# ---- design 1 ----
$ cat config.mk
export PLATFORM = sky130hd
export DESIGN_NAME = seven_seg_scan
export DESIGN_NICKNAME = d
export VERILOG_FILES = /design/src/rtl/seven_seg_scan.sv
export SDC_FILE = /design/constraint.sdc
export NUM_CORES = 1
export LEC_CHECK = 0
export CORE_UTILIZATION = 55
export DETAILED_ROUTE_END_ITERATION = 8
export PLACE_DENSITY = 0.75
export SKIP_CTS_REPAIR_TIMING = 1
export SLEW_MARGIN = 5
export SYNTH_ARGS = -nofsm -noshare
export SYNTH_HDL_FRONTEND = slang
export SYNTH_SLANG_ARGS = --single-unit
$ cat constraint.sdc
create_clock -name clk -period 5.4 [get_ports clk]
set_input_delay 1.62 -clock clk [delete_from_list [all_inputs] [get_ports clk]]
set_output_delay 1.62 -clock clk [all_outputs]
set_load 0.05 [all_outputs]
$ cat src/rtl/seven_seg_scan.sv
// Four-digit multiplexed 7-segment driver with dead-time between digit slots.
// Optional leading-zero blanking is enabled by defining SEVEN_SEG_LZB_EN.
module seven_seg_scan #(
  parameter int SCAN_DIV    = 50000,
  parameter int DEAD_CYCLES = 64
) (
  input  logic        clk,
  input  logic        rst,
  input  logic        load,
  input  logic [15:0] value,
  input  logic [3:0]  dp_in,
  input  logic [3:0]  blank_in,
  output logic        frame_start,
  output logic        dig1,
  output logic        dig2,
  output logic        dig3,
  output logic        dig4,
  output logic        seg0,
  output logic        seg1,
  output logic        seg2,
  output logic        seg3,
  output logic        seg4,
  output logic        seg5,
  output logic        seg6,
  output logic        seg7
);

  // state | meaning
  // DEAD  | start of a slot, all digits and segments off (anti-ghosting gap)
  // ON    | digit idx enabled, segments from the active (frame-stable) regs

  localparam int CW = (SCAN_DIV > 2) ? $clog2(SCAN_DIV) : 1;
  localparam logic [CW-1:0] CNT_LAST = CW'(SCAN_DIV - 1);
  localparam logic [CW-1:0] CNT_DEAD = CW'(DEAD_CYCLES);

  typedef enum logic {
    DEAD = 1'b0,
    ON   = 1'b1
  } phase_t;

  phase_t       phase;
  logic [CW-1:0] cnt;
  logic [CW-1:0] cnt_next;
  logic [1:0]   idx;
  logic         slot_end;

  logic [15:0]  shadow_val;
  logic [3:0]   shadow_dp;
  logic [3:0]   shadow_blank;
  logic [15:0]  act_val;
  logic [3:0]   act_dp;
  logic [3:0]   act_blank;

  logic [3:0]   dig_r;
  logic [7:0]   seg_r;

  logic [3:0]   nib;
  logic         dp_sel;
  logic         blank_sel;
  logic         lead_zero;
  logic [6:0]   glyph_n;
  logic [3:0]   dig_drive;
  logic [7:0]   seg_drive;

  // Active-low glyphs, bit0 = segment a ... bit6 = segment g.
  function automatic logic [6:0] glyph(input logic [3:0] n);
    case (n)
      4'h0:    glyph = 7'h40;
      4'h1:    glyph = 7'h79;
      4'h2:    glyph = 7'h24;
      4'h3:    glyph = 7'h30;
      4'h4:    glyph = 7'h19;
      4'h5:    glyph = 7'h12;
      4'h6:    glyph = 7'h02;
      4'h7:    glyph = 7'h78;
      4'h8:    glyph = 7'h00;
      4'h9:    glyph = 7'h10;
      4'hA:    glyph = 7'h08;
      4'hB:    glyph = 7'h03;
      4'hC:    glyph = 7'h46;
      4'hD:    glyph = 7'h21;
      4'hE:    glyph = 7'h06;
      default: glyph = 7'h0E;
    endcase
  endfunction

  always_comb begin
    slot_end  = (cnt == CNT_LAST);
    cnt_next  = slot_end ? '0 : cnt + 1'b1;
    nib       = 4'h0;
    dp_sel    = 1'b0;
    blank_sel = 1'b0;
    lead_zero = 1'b0;
    case (idx)
      2'd0: begin
        nib       = act_val[15:12];
        dp_sel    = act_dp[3];
        blank_sel = act_blank[3];
        lead_zero = (act_val[15:12] == 4'h0);
      end
      2'd1: begin
        nib       = act_val[11:8];
        dp_sel    = act_dp[2];
        blank_sel = act_blank[2];
        lead_zero = (act_val[15:8] == 8'h00);
      end
      2'd2: begin
        nib       = act_val[7:4];
        dp_sel    = act_dp[1];
        blank_sel = act_blank[1];
        lead_zero = (act_val[15:4] == 12'h000);
      end
      default: begin
        nib       = act_val[3:0];
        dp_sel    = act_dp[0];
        blank_sel = act_blank[0];
        lead_zero = 1'b0;
      end
    endcase
    glyph_n = glyph(nib);
`ifdef SEVEN_SEG_LZB_EN
    if (lead_zero) glyph_n = 7'h7F;
`else
    if (lead_zero && 1'b0) glyph_n = 7'h7F;
`endif
    dig_drive      = 4'hF;
    dig_drive[idx] = 1'b0;
    seg_drive      = {~dp_sel, glyph_n};
  end

  always_ff @(posedge clk) begin
    if (rst) begin
      phase        <= DEAD;
      cnt          <= '0;
      idx          <= 2'd0;
      shadow_val   <= 16'h0000;
      shadow_dp    <= 4'h0;
      shadow_blank <= 4'h0;
      act_val      <= 16'h0000;
      act_dp       <= 4'h0;
      act_blank    <= 4'h0;
      dig_r        <= 4'hF;
      seg_r        <= 8'hFF;
      frame_start  <= 1'b0;
    end else begin
      if (load) begin
        shadow_val   <= value;
        shadow_dp    <= dp_in;
        shadow_blank <= blank_in;
      end
      cnt         <= cnt_next;
      phase       <= (cnt_next < CNT_DEAD) ? DEAD : ON;
      frame_start <= 1'b0;
      if (slot_end) begin
        idx <= idx + 2'd1;
        // Active regs only change at the frame boundary so a frame never tears.
        if (idx == 2'd3) begin
          act_val     <= shadow_val;
          act_dp      <= shadow_dp;
          act_blank   <= shadow_blank;
          frame_start <= 1'b1;
        end
      end
      if (phase == ON && !blank_sel) begin
        dig_r <= dig_drive;
        seg_r <= seg_drive;
      end else begin
        dig_r <= 4'hF;
        seg_r <= 8'hFF;
      end
    end
  end

  assign dig1 = dig_r[0];
  assign dig2 = dig_r[1];
  assign dig3 = dig_r[2];
  assign dig4 = dig_r[3];
  assign seg0 = seg_r[0];
  assign seg1 = seg_r[1];
  assign seg2 = seg_r[2];
  assign seg3 = seg_r[3];
  assign seg4 = seg_r[4];
  assign seg5 = seg_r[5];
  assign seg6 = seg_r[6];
  assign seg7 = seg_r[7];

endmodule

# ---- design 2 ----
[src/rtl/shift_sched_pkg.sv]
// Shared types and helpers for the round-robin shift scheduler.
// Struct fields are sized for the widest supported lane (64-bit data, 8 requesters).
package shift_sched_pkg;

  localparam int SHCODE_W   = 6;
  localparam int MAX_DATA_W = 64;
  localparam int MAX_ID_W   = 3;

  typedef logic signed [SHCODE_W-1:0] shamt_t;

  typedef struct packed {
    logic [MAX_DATA_W-1:0] data;
    shamt_t                shamt;
    logic [MAX_ID_W-1:0]   id;
  } s1_t;

  // True when the shift magnitude pushes every data bit out of the word.
  function automatic logic sat_check(input shamt_t shamt, input int dataW);
    int mag;
    mag = (shamt < 0) ? -int'(shamt) : int'(shamt);
    return (mag >= dataW);
  endfunction

endpackage

[src/rtl/shift_sched_arbiter_rr_priority_picker.sv]
// Combinational round-robin picker: first valid requester after the pointer wins.
// Kept free of datapath detail so other shared resources can reuse it.
module rr_priority_picker
  import shift_sched_pkg::*;
#(
  parameter  int NUM_REQ = 4,
  localparam int IDX_W   = (NUM_REQ > 1) ? $clog2(NUM_REQ) : 1
) (
  input  logic [NUM_REQ-1:0] valid_i,
  input  logic [IDX_W-1:0]   ptr_i,
  output logic [NUM_REQ-1:0] grant_o,
  output logic [IDX_W-1:0]   index_o,
  output logic               anyGrant_o
);

  logic [IDX_W-1:0] cand;

  // Walk the ring starting one past the last winner; the pointer itself is searched last.
  always_comb begin
    grant_o    = '0;
    index_o    = '0;
    anyGrant_o = 1'b0;
    cand       = '0;
    for (int k = 1; k <= NUM_REQ; k++) begin
      cand = IDX_W'((int'(ptr_i) + k) % NUM_REQ);
      if (!anyGrant_o && valid_i[cand]) begin
        grant_o[cand] = 1'b1;
        index_o       = cand;
        anyGrant_o    = 1'b1;
      end
    end
  end

endmodule

[src/rtl/shift_sched_arbiter.sv]
// Shares one signed-shift datapath among NUM_REQ requesters with a round-robin
// grant and a two-stage valid/ready pipeline (operand capture, then shifted result).
module shift_sched_arbiter
  import shift_sched_pkg::*;
#(
  parameter  int NUM_REQ = 4,
  parameter  int DATA_W  = 32,
  localparam int ID_W    = $clog2(NUM_REQ)
) (
  input  logic                       clk,
  input  logic                       rst,
  input  logic                       flush,
  input  logic [NUM_REQ-1:0]         req_valid,
  output logic [NUM_REQ-1:0]         req_ready,
  input  logic [NUM_REQ*DATA_W-1:0]  req_data,
  input  logic [NUM_REQ*SHCODE_W-1:0] req_code,
  output logic                       out_valid,
  input  logic                       out_ready,
  output logic [DATA_W-1:0]          out_data,
  output logic [ID_W-1:0]            out_id,
  output logic                       out_sat,
  output logic [1:0]                 in_flight
);

  logic [DATA_W-1:0] reqDataArr [NUM_REQ];
  shamt_t            reqCodeArr [NUM_REQ];

  logic [NUM_REQ-1:0] grant;
  logic [ID_W-1:0]    grantIdx;
  logic               anyGrant;

  logic [ID_W-1:0]   ptr_q, ptr_d;
  logic              s1Valid_q, s1Valid_d;
  s1_t               s1_q, s1_d;
  logic              s2Valid_q, s2Valid_d;
  logic [DATA_W-1:0] s2Data_q, s2Data_d;
  logic              s2Sat_q, s2Sat_d;
  logic [ID_W-1:0]   s2Id_q, s2Id_d;

  logic advance1, advance2, accept;

  logic [DATA_W-1:0]         shiftIn, shiftOut;
  shamt_t                    shAmt;
  logic signed [SHCODE_W:0]  shExt;
  logic [SHCODE_W:0]         shMag;
  logic                      shSat;
  logic                      unusedBits;

  genvar g;
  for (g = 0; g < NUM_REQ; g++) begin : g_unpack
    assign reqDataArr[g] = req_data[g*DATA_W +: DATA_W];
    assign reqCodeArr[g] = shamt_t'(req_code[g*SHCODE_W +: SHCODE_W]);
  end

  rr_priority_picker #(
    .NUM_REQ(NUM_REQ)
  ) u_picker (
    .valid_i   (req_valid),
    .ptr_i     (ptr_q),
    .grant_o   (grant),
    .index_o   (grantIdx),
    .anyGrant_o(anyGrant)
  );

  assign advance2  = !s2Valid_q || out_ready;
  assign advance1  = !s1Valid_q || advance2;
  assign accept    = anyGrant && advance1 && !flush;
  assign req_ready = (flush || !advance1) ? '0 : grant;

  // Saturated codes are handled explicitly so the result never depends on
  // how a shift by a full word width is evaluated.
  always_comb begin
    shiftIn  = s1_q.data[DATA_W-1:0];
    shAmt    = s1_q.shamt;
    shExt    = {shAmt[SHCODE_W-1], shAmt};
    shMag    = shExt[SHCODE_W] ? -shExt : shExt;
    shSat    = sat_check(shAmt, DATA_W);
    shiftOut = shiftIn;
    if (shSat) begin
      shiftOut = shAmt[SHCODE_W-1] ? {DATA_W{shiftIn[DATA_W-1]}} : '0;
    end else if (shAmt[SHCODE_W-1]) begin
      shiftOut = $signed(shiftIn) >>> shMag;
    end else begin
      shiftOut = shiftIn << shMag;
    end
  end

  // S2 only reloads from a valid S1 so the result registers hold across bubbles.
  always_comb begin
    ptr_d     = ptr_q;
    s1Valid_d = s1Valid_q;
    s1_d      = s1_q;
    s2Valid_d = s2Valid_q;
    s2Data_d  = s2Data_q;
    s2Sat_d   = s2Sat_q;
    s2Id_d    = s2Id_q;
    if (flush) begin
      s1Valid_d = 1'b0;
      s2Valid_d = 1'b0;
    end else begin
      if (advance2) begin
        s2Valid_d = s1Valid_q;
        if (s1Valid_q) begin
          s2Data_d = shiftOut;
          s2Sat_d  = shSat;
          s2Id_d   = s1_q.id[ID_W-1:0];
        end
      end
      if (advance1) begin
        s1Valid_d = accept;
      end
      if (accept) begin
        s1_d                   = '0;
        s1_d.data[DATA_W-1:0]  = reqDataArr[grantIdx];
        s1_d.shamt             = reqCodeArr[grantIdx];
        s1_d.id[ID_W-1:0]      = grantIdx;
        ptr_d                  = grantIdx;
      end
    end
  end

  // Pointer resets to the last index so requester 0 is searched first.
  always_ff @(posedge clk or posedge rst) begin
    if (rst) begin
      ptr_q     <= ID_W'(NUM_REQ - 1);
      s1Valid_q <= 1'b0;
      s1_q      <= '0;
      s2Valid_q <= 1'b0;
      s2Data_q  <= '0;
      s2Sat_q   <= 1'b0;
      s2Id_q    <= '0;
    end else begin
      ptr_q     <= ptr_d;
      s1Valid_q <= s1Valid_d;
      s1_q      <= s1_d;
      s2Valid_q <= s2Valid_d;
      s2Data_q  <= s2Data_d;
      s2Sat_q   <= s2Sat_d;
      s2Id_q    <= s2Id_d;
    end
  end

  assign out_valid  = s2Valid_q;
  assign out_data   = s2Data_q;
  assign out_id     = s2Id_q;
  assign out_sat    = s2Sat_q;
  assign in_flight  = {1'b0, s1Valid_q} + {1'b0, s2Valid_q};
  assign unusedBits = ^{s1_q.data, s1_q.id};

endmodule

[config.mk]
export PLATFORM = sky130hd
export DESIGN_NAME = shift_sched_arbiter
export DESIGN_NICKNAME = d
export VERILOG_FILES = /design/src/rtl/shift_sched_pkg.sv /design/src/rtl/shift_sched_arbiter_rr_priority_picker.sv /design/src/rtl/shift_sched_arbiter.sv
export SDC_FILE = /design/constraint.sdc
export NUM_CORES = 1
export LEC_CHECK = 0
export CAP_MARGIN = 5
export CORE_AREA = 2 2 145 147
export CTS_CLUSTER_DIAMETER = 30
export DETAILED_ROUTE_END_ITERATION = 12
export DIE_AREA = 0 0 147 149
export HOLD_SLACK_MARGIN = 0.15
export PLACE_DENSITY_LB_ADDON = 0.05
export SYNTH_ARGS = -nofsm -noshare
export SYNTH_HDL_FRONTEND = slang
export SYNTH_SLANG_ARGS = --single-unit
[constraint.sdc]
create_clock -name clk -period 3.1 [get_ports clk]
set_input_delay 0.93 -clock clk [delete_from_list [all_inputs] [get_ports clk]]
set_output_delay 0.93 -clock clk [all_outputs]
set_load 0.01 [all_outputs]
# ---- design 3 ----
==> src/rtl/rom_read_sequencer.sv <==
// Streams a run of consecutive ROM words onto a valid/ready bus. A 2-entry skid buffer
// absorbs the ROM's one-cycle read latency so that backpressure never drops a word.
module rom_read_sequencer #(
    parameter int ROM_DEPTH = 1024,
    parameter int NUM_DATA  = 1,
    parameter int BIT_WIDTH = 16,
    localparam int AW = $clog2(ROM_DEPTH),
    localparam int DW = NUM_DATA * BIT_WIDTH
) (
    input  logic          clk,
    input  logic          rst_n,
    input  logic          start,
    input  logic [AW-1:0] base_addr,
    input  logic [AW:0]   num_words,
    output logic          busy,
    output logic          done,
    output logic          rom_cen,
    output logic [AW-1:0] rom_addr,
    input  logic [DW-1:0] rom_q,
    output logic          out_valid,
    input  logic          out_ready,
    output logic [DW-1:0] out_data,
    output logic          out_last
);

    typedef enum logic [1:0] {IDLE, RUN, DRAIN, DONE} state_t;

    state_t        state, state_next;
    logic [AW-1:0] addr;
    logic [AW:0]   issue_left;
    logic [AW:0]   hs_left;
    logic          pend;
    logic [1:0]    cnt;
    logic [DW-1:0] buf_mem [2];
    logic          rd_ptr, wr_ptr;
    logic          issue, pop;
    logic [2:0]    occ_after;

    // A new read may only go out if the buffer will still have room for it once the
    // in-flight word lands, counting a word leaving through the output this cycle.
    assign pop       = out_valid & out_ready;
    assign occ_after = {1'b0, cnt} + {2'b0, pend} - {2'b0, pop};
    assign issue     = (state == RUN) && (occ_after < 3'd2);

    assign rom_cen   = ~issue;
    assign rom_addr  = addr;
    assign out_valid = (cnt != 2'd0);
    assign out_data  = buf_mem[rd_ptr];
    assign out_last  = out_valid && (hs_left == (AW+1)'(1));

    always_comb begin
        state_next = state;
        busy       = 1'b0;
        done       = 1'b0;
        case (state)
            IDLE: begin
                if (start) state_next = (num_words == '0) ? DONE : RUN;
            end
            RUN: begin
                busy = 1'b1;
                if (issue && issue_left == (AW+1)'(1)) state_next = DRAIN;
            end
            DRAIN: begin
                busy = 1'b1;
                if (pop && hs_left == (AW+1)'(1)) state_next = DONE;
            end
            DONE: begin
                done       = 1'b1;
                state_next = IDLE;
            end
            default: state_next = IDLE;
        endcase
    end

    always_ff @(posedge clk or negedge rst_n) begin
        if (!rst_n) begin
            state      <= IDLE;
            addr       <= '0;
            issue_left <= '0;
            hs_left    <= '0;
            pend       <= 1'b0;
            cnt        <= 2'd0;
            rd_ptr     <= 1'b0;
            wr_ptr     <= 1'b0;
            for (int i = 0; i < 2; i++) buf_mem[i] <= '0;
        end else begin
            state <= state_next;
            if (state == IDLE && start) begin
                addr       <= base_addr;
                issue_left <= num_words;
                hs_left    <= num_words;
            end else begin
                if (issue) begin
                    addr       <= (addr == AW'(ROM_DEPTH - 1)) ? '0 : addr + AW'(1);
                    issue_left <= issue_left - (AW+1)'(1);
                end
                if (pop) hs_left <= hs_left - (AW+1)'(1);
            end
            pend <= issue;
            // rom_q is only meaningful the cycle after a read, so capture strictly on pend.
            if (pend) begin
                buf_mem[wr_ptr] <= rom_q;
                wr_ptr          <= ~wr_ptr;
            end
            if (pop) rd_ptr <= ~rd_ptr;
            cnt <= cnt + {1'b0, pend} - {1'b0, pop};
        end
    end

endmodule
==> config.mk <==
export PLATFORM = sky130hd
export DESIGN_NAME = rom_read_sequencer
export DESIGN_NICKNAME = d
export VERILOG_FILES = /design/src/rtl/rom_read_sequencer.sv
export SDC_FILE = /design/constraint.sdc
export NUM_CORES = 1
export LEC_CHECK = 0
export ABC_AREA = 1
export CORE_UTILIZATION = 49
export CTS_BUF_LIST = sky130_fd_sc_hd__clkbuf_8
export DETAILED_ROUTE_END_ITERATION = 12
export PLACE_DENSITY = 0.78
export SLEW_MARGIN = 20
export SYNTH_ARGS = -nofsm -noshare
export SYNTH_HDL_FRONTEND = slang
export SYNTH_SLANG_ARGS = --single-unit
==> constraint.sdc <==
create_clock -name clk -period 2.29 [get_ports clk]
set_input_delay 0.3435 -clock clk [delete_from_list [all_inputs] [get_ports clk]]
set_output_delay 0.3435 -clock clk [all_outputs]
set_load 0.03 [all_outputs]

==> screenshots <==
Wiring heat map.
image #1
Scale bar: 20 µm. The die is cut into 18 by 18 equal tiles; black is low, pale yellow is high, scaled to the fullest tile. Values are wire area over tile area, all layers added.
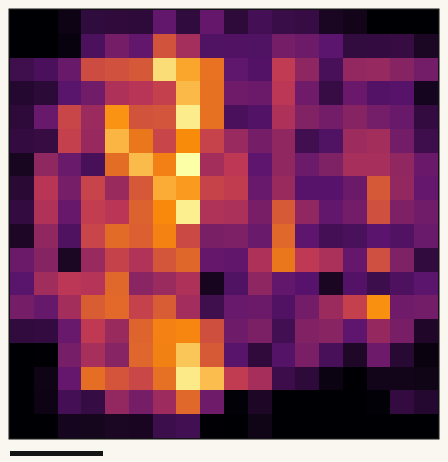
image #2
Scale bar: 50 µm. The die is cut into 29 by 30 equal tiles; black is low, pale yellow is high, scaled to the fullest tile. Values are wire area over tile area, all layers added.
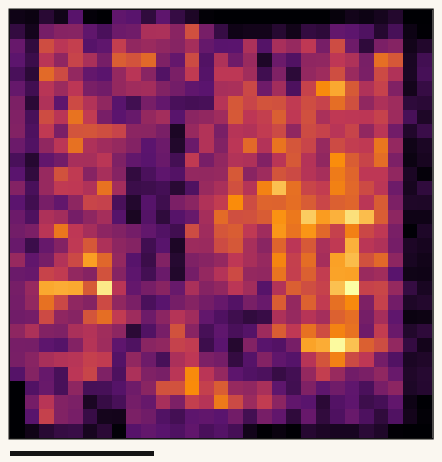
image #3
Scale bar: 20 µm. The die is cut into 16 by 16 equal tiles; black is low, pale yellow is high, scaled to the fullest tile. Values are wire area over tile area, all layers added.
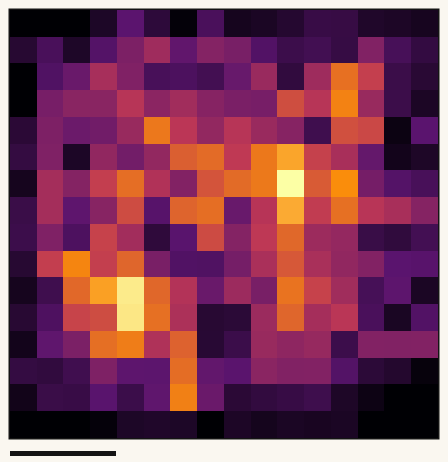
The one with the smallest die is image #3.
The one with the largest die is image #2.
Design 1 is image #3.
Design 3 is image #1.
Design 2 is image #2.

**Design 3: placed cells, one colour a class**

Fill, decap, tap and diode cells in grey.
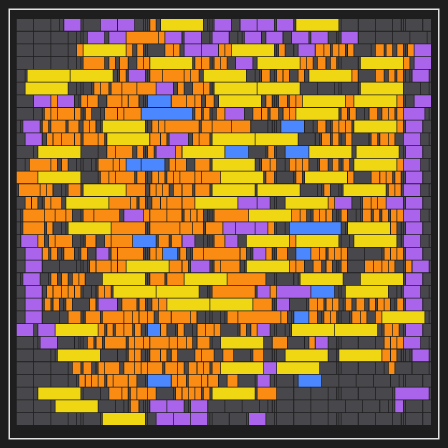
legend:
  orange:
    class: remaining logic cells
    cells: 415
    share_of_their_area: 44%
  yellow:
    class: registers
    cells: 71
    share_of_their_area: 34%
  blue:
    class: clock drivers and dummy loads
    cells: 16
    share_of_their_area: 4.4%
  purple:
    class: remaining buffers and delay cells
    cells: 93
    share_of_their_area: 18%
Post-Layout Inst Area: 5320 µm²
num rows: 32
end-of-flow core utilization: 0.689

==> reports/qor.tcl, design 3 <==
set qor(status) {finished with violations}
set qor(violations) {setup timing}
set qor(hold_slack_ns) 0.000917
set qor(synth_top_cell_by_area) {sky130_fd_sc_hd__dfrtp_1}
set qor(grt.total_usage) 0.245
set qor(ys_top_cells_by_area) {sky130_fd_sc_hd__dfrtp_1 (45%), sky130_fd_sc_hd__nand2_1 (17%), sky130_fd_sc_hd__inv_1 (4.9%)}
set qor(max_slew_margin) 0.409
set qor(synth.cellmix.xorXnorShare) 0.0290
set qor(groute.layer.met2.usage) 0.421
set qor(path_buffers) 5
set qor(number_of_post_cts_setup_repair_buffers) 9
set qor(num_antenna_cells) 0
set qor(grt_max_degree) 72
set qor(drive_gt1_frac) 0.173
set qor(clockBufferCount) 9
set qor(use_met3) 0.0477
set qor(layer_carrying_the_most_global_route_usage) {met2}
set qor(clkcell_share) 0.0426
set qor(total_die_area_um2) 8390
set qor(min_period_over_period) 1.12
set qor(setup_violations_final) 24
set qor(worst_path_largest_cell_delay_ns) 0.53
set qor(cpMostUsedCell) {sky130_fd_sc_hd__inv_2}
set qor(rrSetupSlack_ns) -0.24
set qor(globalRouteOverflowTotal) 0
set qor(die_x_um) 91.6
set qor(yosys-dominant-comb-family) {simple AND/OR/NAND/NOR gates}
set qor(core_um2) 7730
set qor(postLayoutSetupSlackWorst_ns) -0.274
set qor(cp_num_cells) 11
set qor(synthAoiAreaFrac) 0.0923
set qor(layout_top_cell_excl_fill_tap) {sky130_fd_sc_hd__nand2_1}
set qor(grt_first_pass_wirelength_mm) 16.1
==> design 3: metal layers <==
| metal | share of wire | vias to the layer above |
|---|---|---|
| met5 | 0 | - |
| met4 | 0.026 | 0 |
| met3 | 0.047 | 19 |
| met2 | 0.50 | 122 |
| met1 | 0.42 | 1680 |
| li1 | - | 1770 |
==> design 3: metrics by stage <==
stage / instance area, µm² / TNS, ns / worst slack [ns]
after floorplan: 3980 / -3.13 / -0.268
after global placement: 4850 / -6.36 / -0.341
after detailed placement: 4850 / -7.47 / -0.395
after CTS: 5240 / -4.05 / -0.285
after global routing: 5320 / -6.25 / -0.345
final: 5320 / -4.17 / -0.274
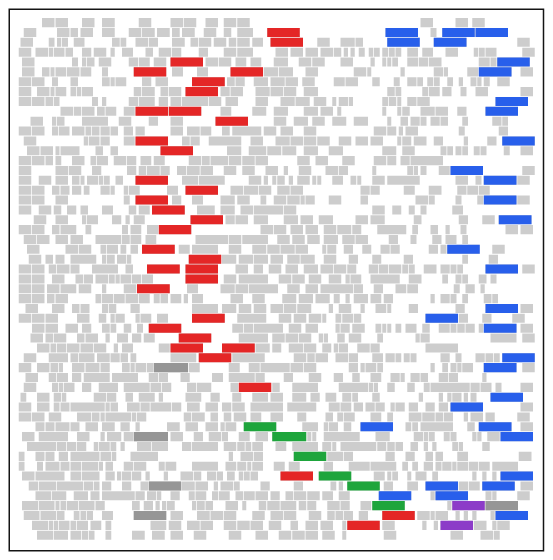
**Above:** design 2 (register map, names as in the netlist).
Other sequential cells in the stronger grey, the rest of the logic in the fainter grey.
legend:
  purple:
    name_in_the_netlist: out_id
    placed_flops: 2
  blue:
    name_in_the_netlist: out_data
    placed_flops: 32
    where: a column on the right
  red:
    name_in_the_netlist: s1_q
    placed_flops: 34
  green:
    name_in_the_netlist: shAmt
    placed_flops: 6
    where: bottom centre
not coloured: 5

==> reports/qor.tcl, design 2 <==
set qor(grt_first_pass_wirelength_mm) 54.7
set qor(status) {finished with violations}
set qor(cpMostUsedCell) {sky130_fd_sc_hd__a21oi_2}
set qor(end_kind) {output pin}
set qor(dp_slack_ns) -0.912
set qor(log.warning_count) 33
set qor(drcViolationCount) 0
set qor(postLayoutSetupSlackWorst_ns) -0.254
set qor(routed_wl_per_cell_um) 21.8
set qor(yosys-dominant-comb-family) {multiplexers}
set qor(setup_violations_final) 4
set qor(nWellTaps) 275
set qor(vias) 10045
set qor(met3_wirelength_mm) 2.04
set qor(synthCells) 1063
set qor(clock_transition_at_the_registers_of_the_reported_paths_ns) 0.07
set qor(timing.rr.end) {s1_q[10]}
set qor(multiInputGateArea_um2) 6790
set qor(worstReg2RegStart) {ptr_q[0]}
set qor(seq_area_frac) 0.153
set qor(buffers) 365
set qor(synth.area.mux_share) 0.288
set qor(violations) {setup timing}
-- design 2: worst max path at each step --
| stage | from | to | slack, ns | depth (start not counted) |
|---|---|---|---|---|
| global route | ptr_q[0] | req_ready[1] | -0.35 | 10 |
| floorplan | req_valid[3] | req_ready[0] | 0.0002 | 7 |
| CTS | ptr_q[0] | req_ready[2] | -0.25 | 9 |
| finish | ptr_q[0] | req_ready[3] | -0.25 | 9 |
| detailed placement | req_valid[1] | req_ready[0] | -0.91 | 8 |
| global placement | req_valid[1] | req_ready[0] | -0.88 | 8 |
-- design 2: through the flow --
step / util / hold WS (ns) / area (µm²) / std cells / setup TNS (ns)
floorplan: - / 0.439 / 9110 / 1063 / 0
global placement: 0.603 / 0.461 / 12400 / 1577 / -25.54
detailed placement: 0.603 / 0.466 / 12400 / 1577 / -26.53
CTS: 0.622 / 0.483 / 12800 / 1602 / -0.969
global route: 0.631 / 0.504 / 13000 / 1608 / -1.38
finish: 0.631 / 0.475 / 13000 / 1608 / -0.917
**Design 1: zoomed window**

Scale bar: 20 µm. Region (0, 0) to (50, 50) µm. Cells in grey, sequential cells in the stronger grey; small squares are vias.
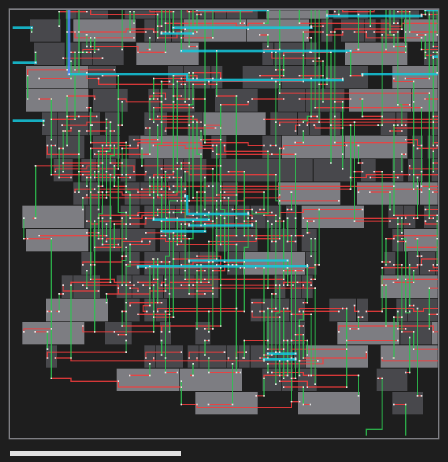
legend:
  red:
    layer: M1
  blue:
    layer: M4
  green:
    layer: M2
  cyan:
    layer: M3
netlist names of flops here include: cnt (16), act_val (5), act_blank (3)
sequential cells in the window: 31
most frequent: dfxtp_1 (31), nor2_1 (25), nand2_1 (15)
cells with their middle in the window: 171

==> reports/qor.tcl, design 1 <==
set qor(hold_slack_ns) 0.442
set qor(drcViolationCount) 0
set qor(min_period_over_period) 0.632
set qor(status) {complete, no violations}
set qor(routed_wl_per_cell_um) 13.6
set qor(cp_top_family) {simple AND/OR/NAND/NOR gates}
set qor(worst_hold_path_class) {flip-flop to flip-flop}
set qor(num_antenna_cells) 0
set qor(violation_tally_from_detailed_route_iteration_zero) 165
set qor(finish.utilization) 0.675
set qor(cts_tree) {done}
set qor(setup_violations_final) 0
set qor(netlist_area_um2) 3380
set qor(worstReg2RegStart) {cnt[0]}
set qor(clock.latency.late_pin_ns) 0.34
set qor(ys_types) 47
set qor(total_die_area_um2) 6460
set qor(io_buffers) 39
set qor(route.detailed.vias_per_inst) 5.50
set qor(grt.total_usage) 0.226
set qor(hold_violations) 0
set qor(design.final.nets) 454
set qor(synthCells) 389
design 1: cell type report:
| type | instances | area [µm²] |
|---|---|---|
| clock inverters | 4 | 76.3 |
| well taps | 75 | 93.8 |
| multi-input cells | 273 | 1630 |
| fillers | 485 | 1920 |
| repair buffers | 41 | 400 |
| inverters | 11 | 41.3 |
| clock buffers | 12 | 155 |
| flip-flops and latches | 80 | 1600 |
design 1: per-layer routing:
metal  vias up  global-route usage  share of wire
li1       1377                   -              -
met1      1269               0.291           0.48
met2        75               0.364           0.46
met3         7              0.0432          0.050
met4         0               0.104          0.012
met5         -                   0              0
design 1: how the worst max path moves through the flow:
| stage | cells after the start | from | slack [ns] | endpoint |
|---|---|---|---|---|
| final | 4 | rst | 1.99 | phase |
| after global routing | 4 | rst | 1.85 | phase |
| after CTS | 4 | rst | 1.99 | phase |
| after detailed placement | 4 | rst | 1.62 | phase |
| after global placement | 4 | rst | 1.69 | phase |
| after floorplan | 4 | load | 2.65 | shadow_blank[1] |
design 1: kinds of logic after synthesis:
group           Yosys count  share of synthesized area
buf+inv                  36                     0.0440
fa+ha+maj                11                     0.0407
compound gates           62                      0.110
xor+xnor                 12                     0.0311
mux                      29                     0.0862
simple gates            159                      0.214
flops                    80                      0.474


==> gallery <==
Cell placement.
Plate I
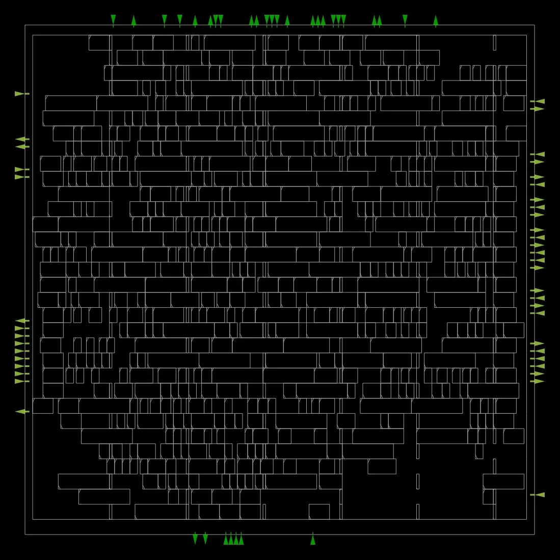
Plate II
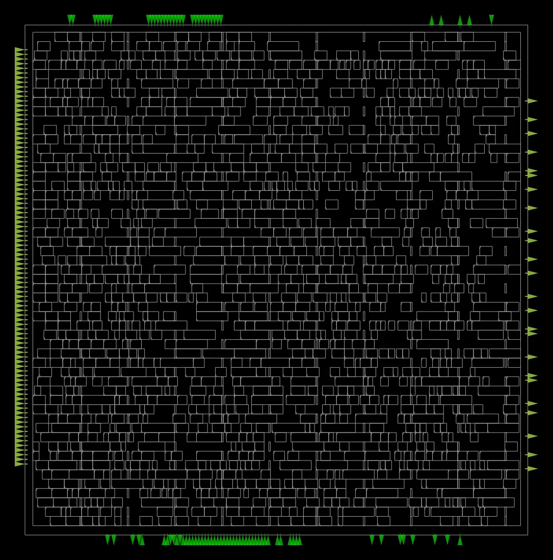
Plate III
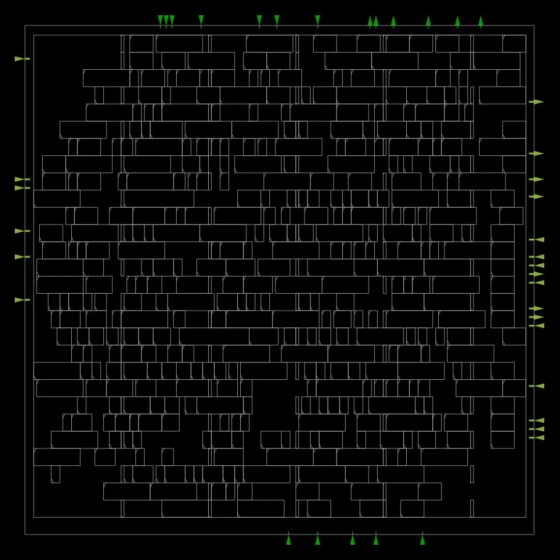
The one with the fewest cells is Plate III.
The one with the most cells is Plate II.
design 1 -> Plate III
design 2 -> Plate II
design 3 -> Plate I

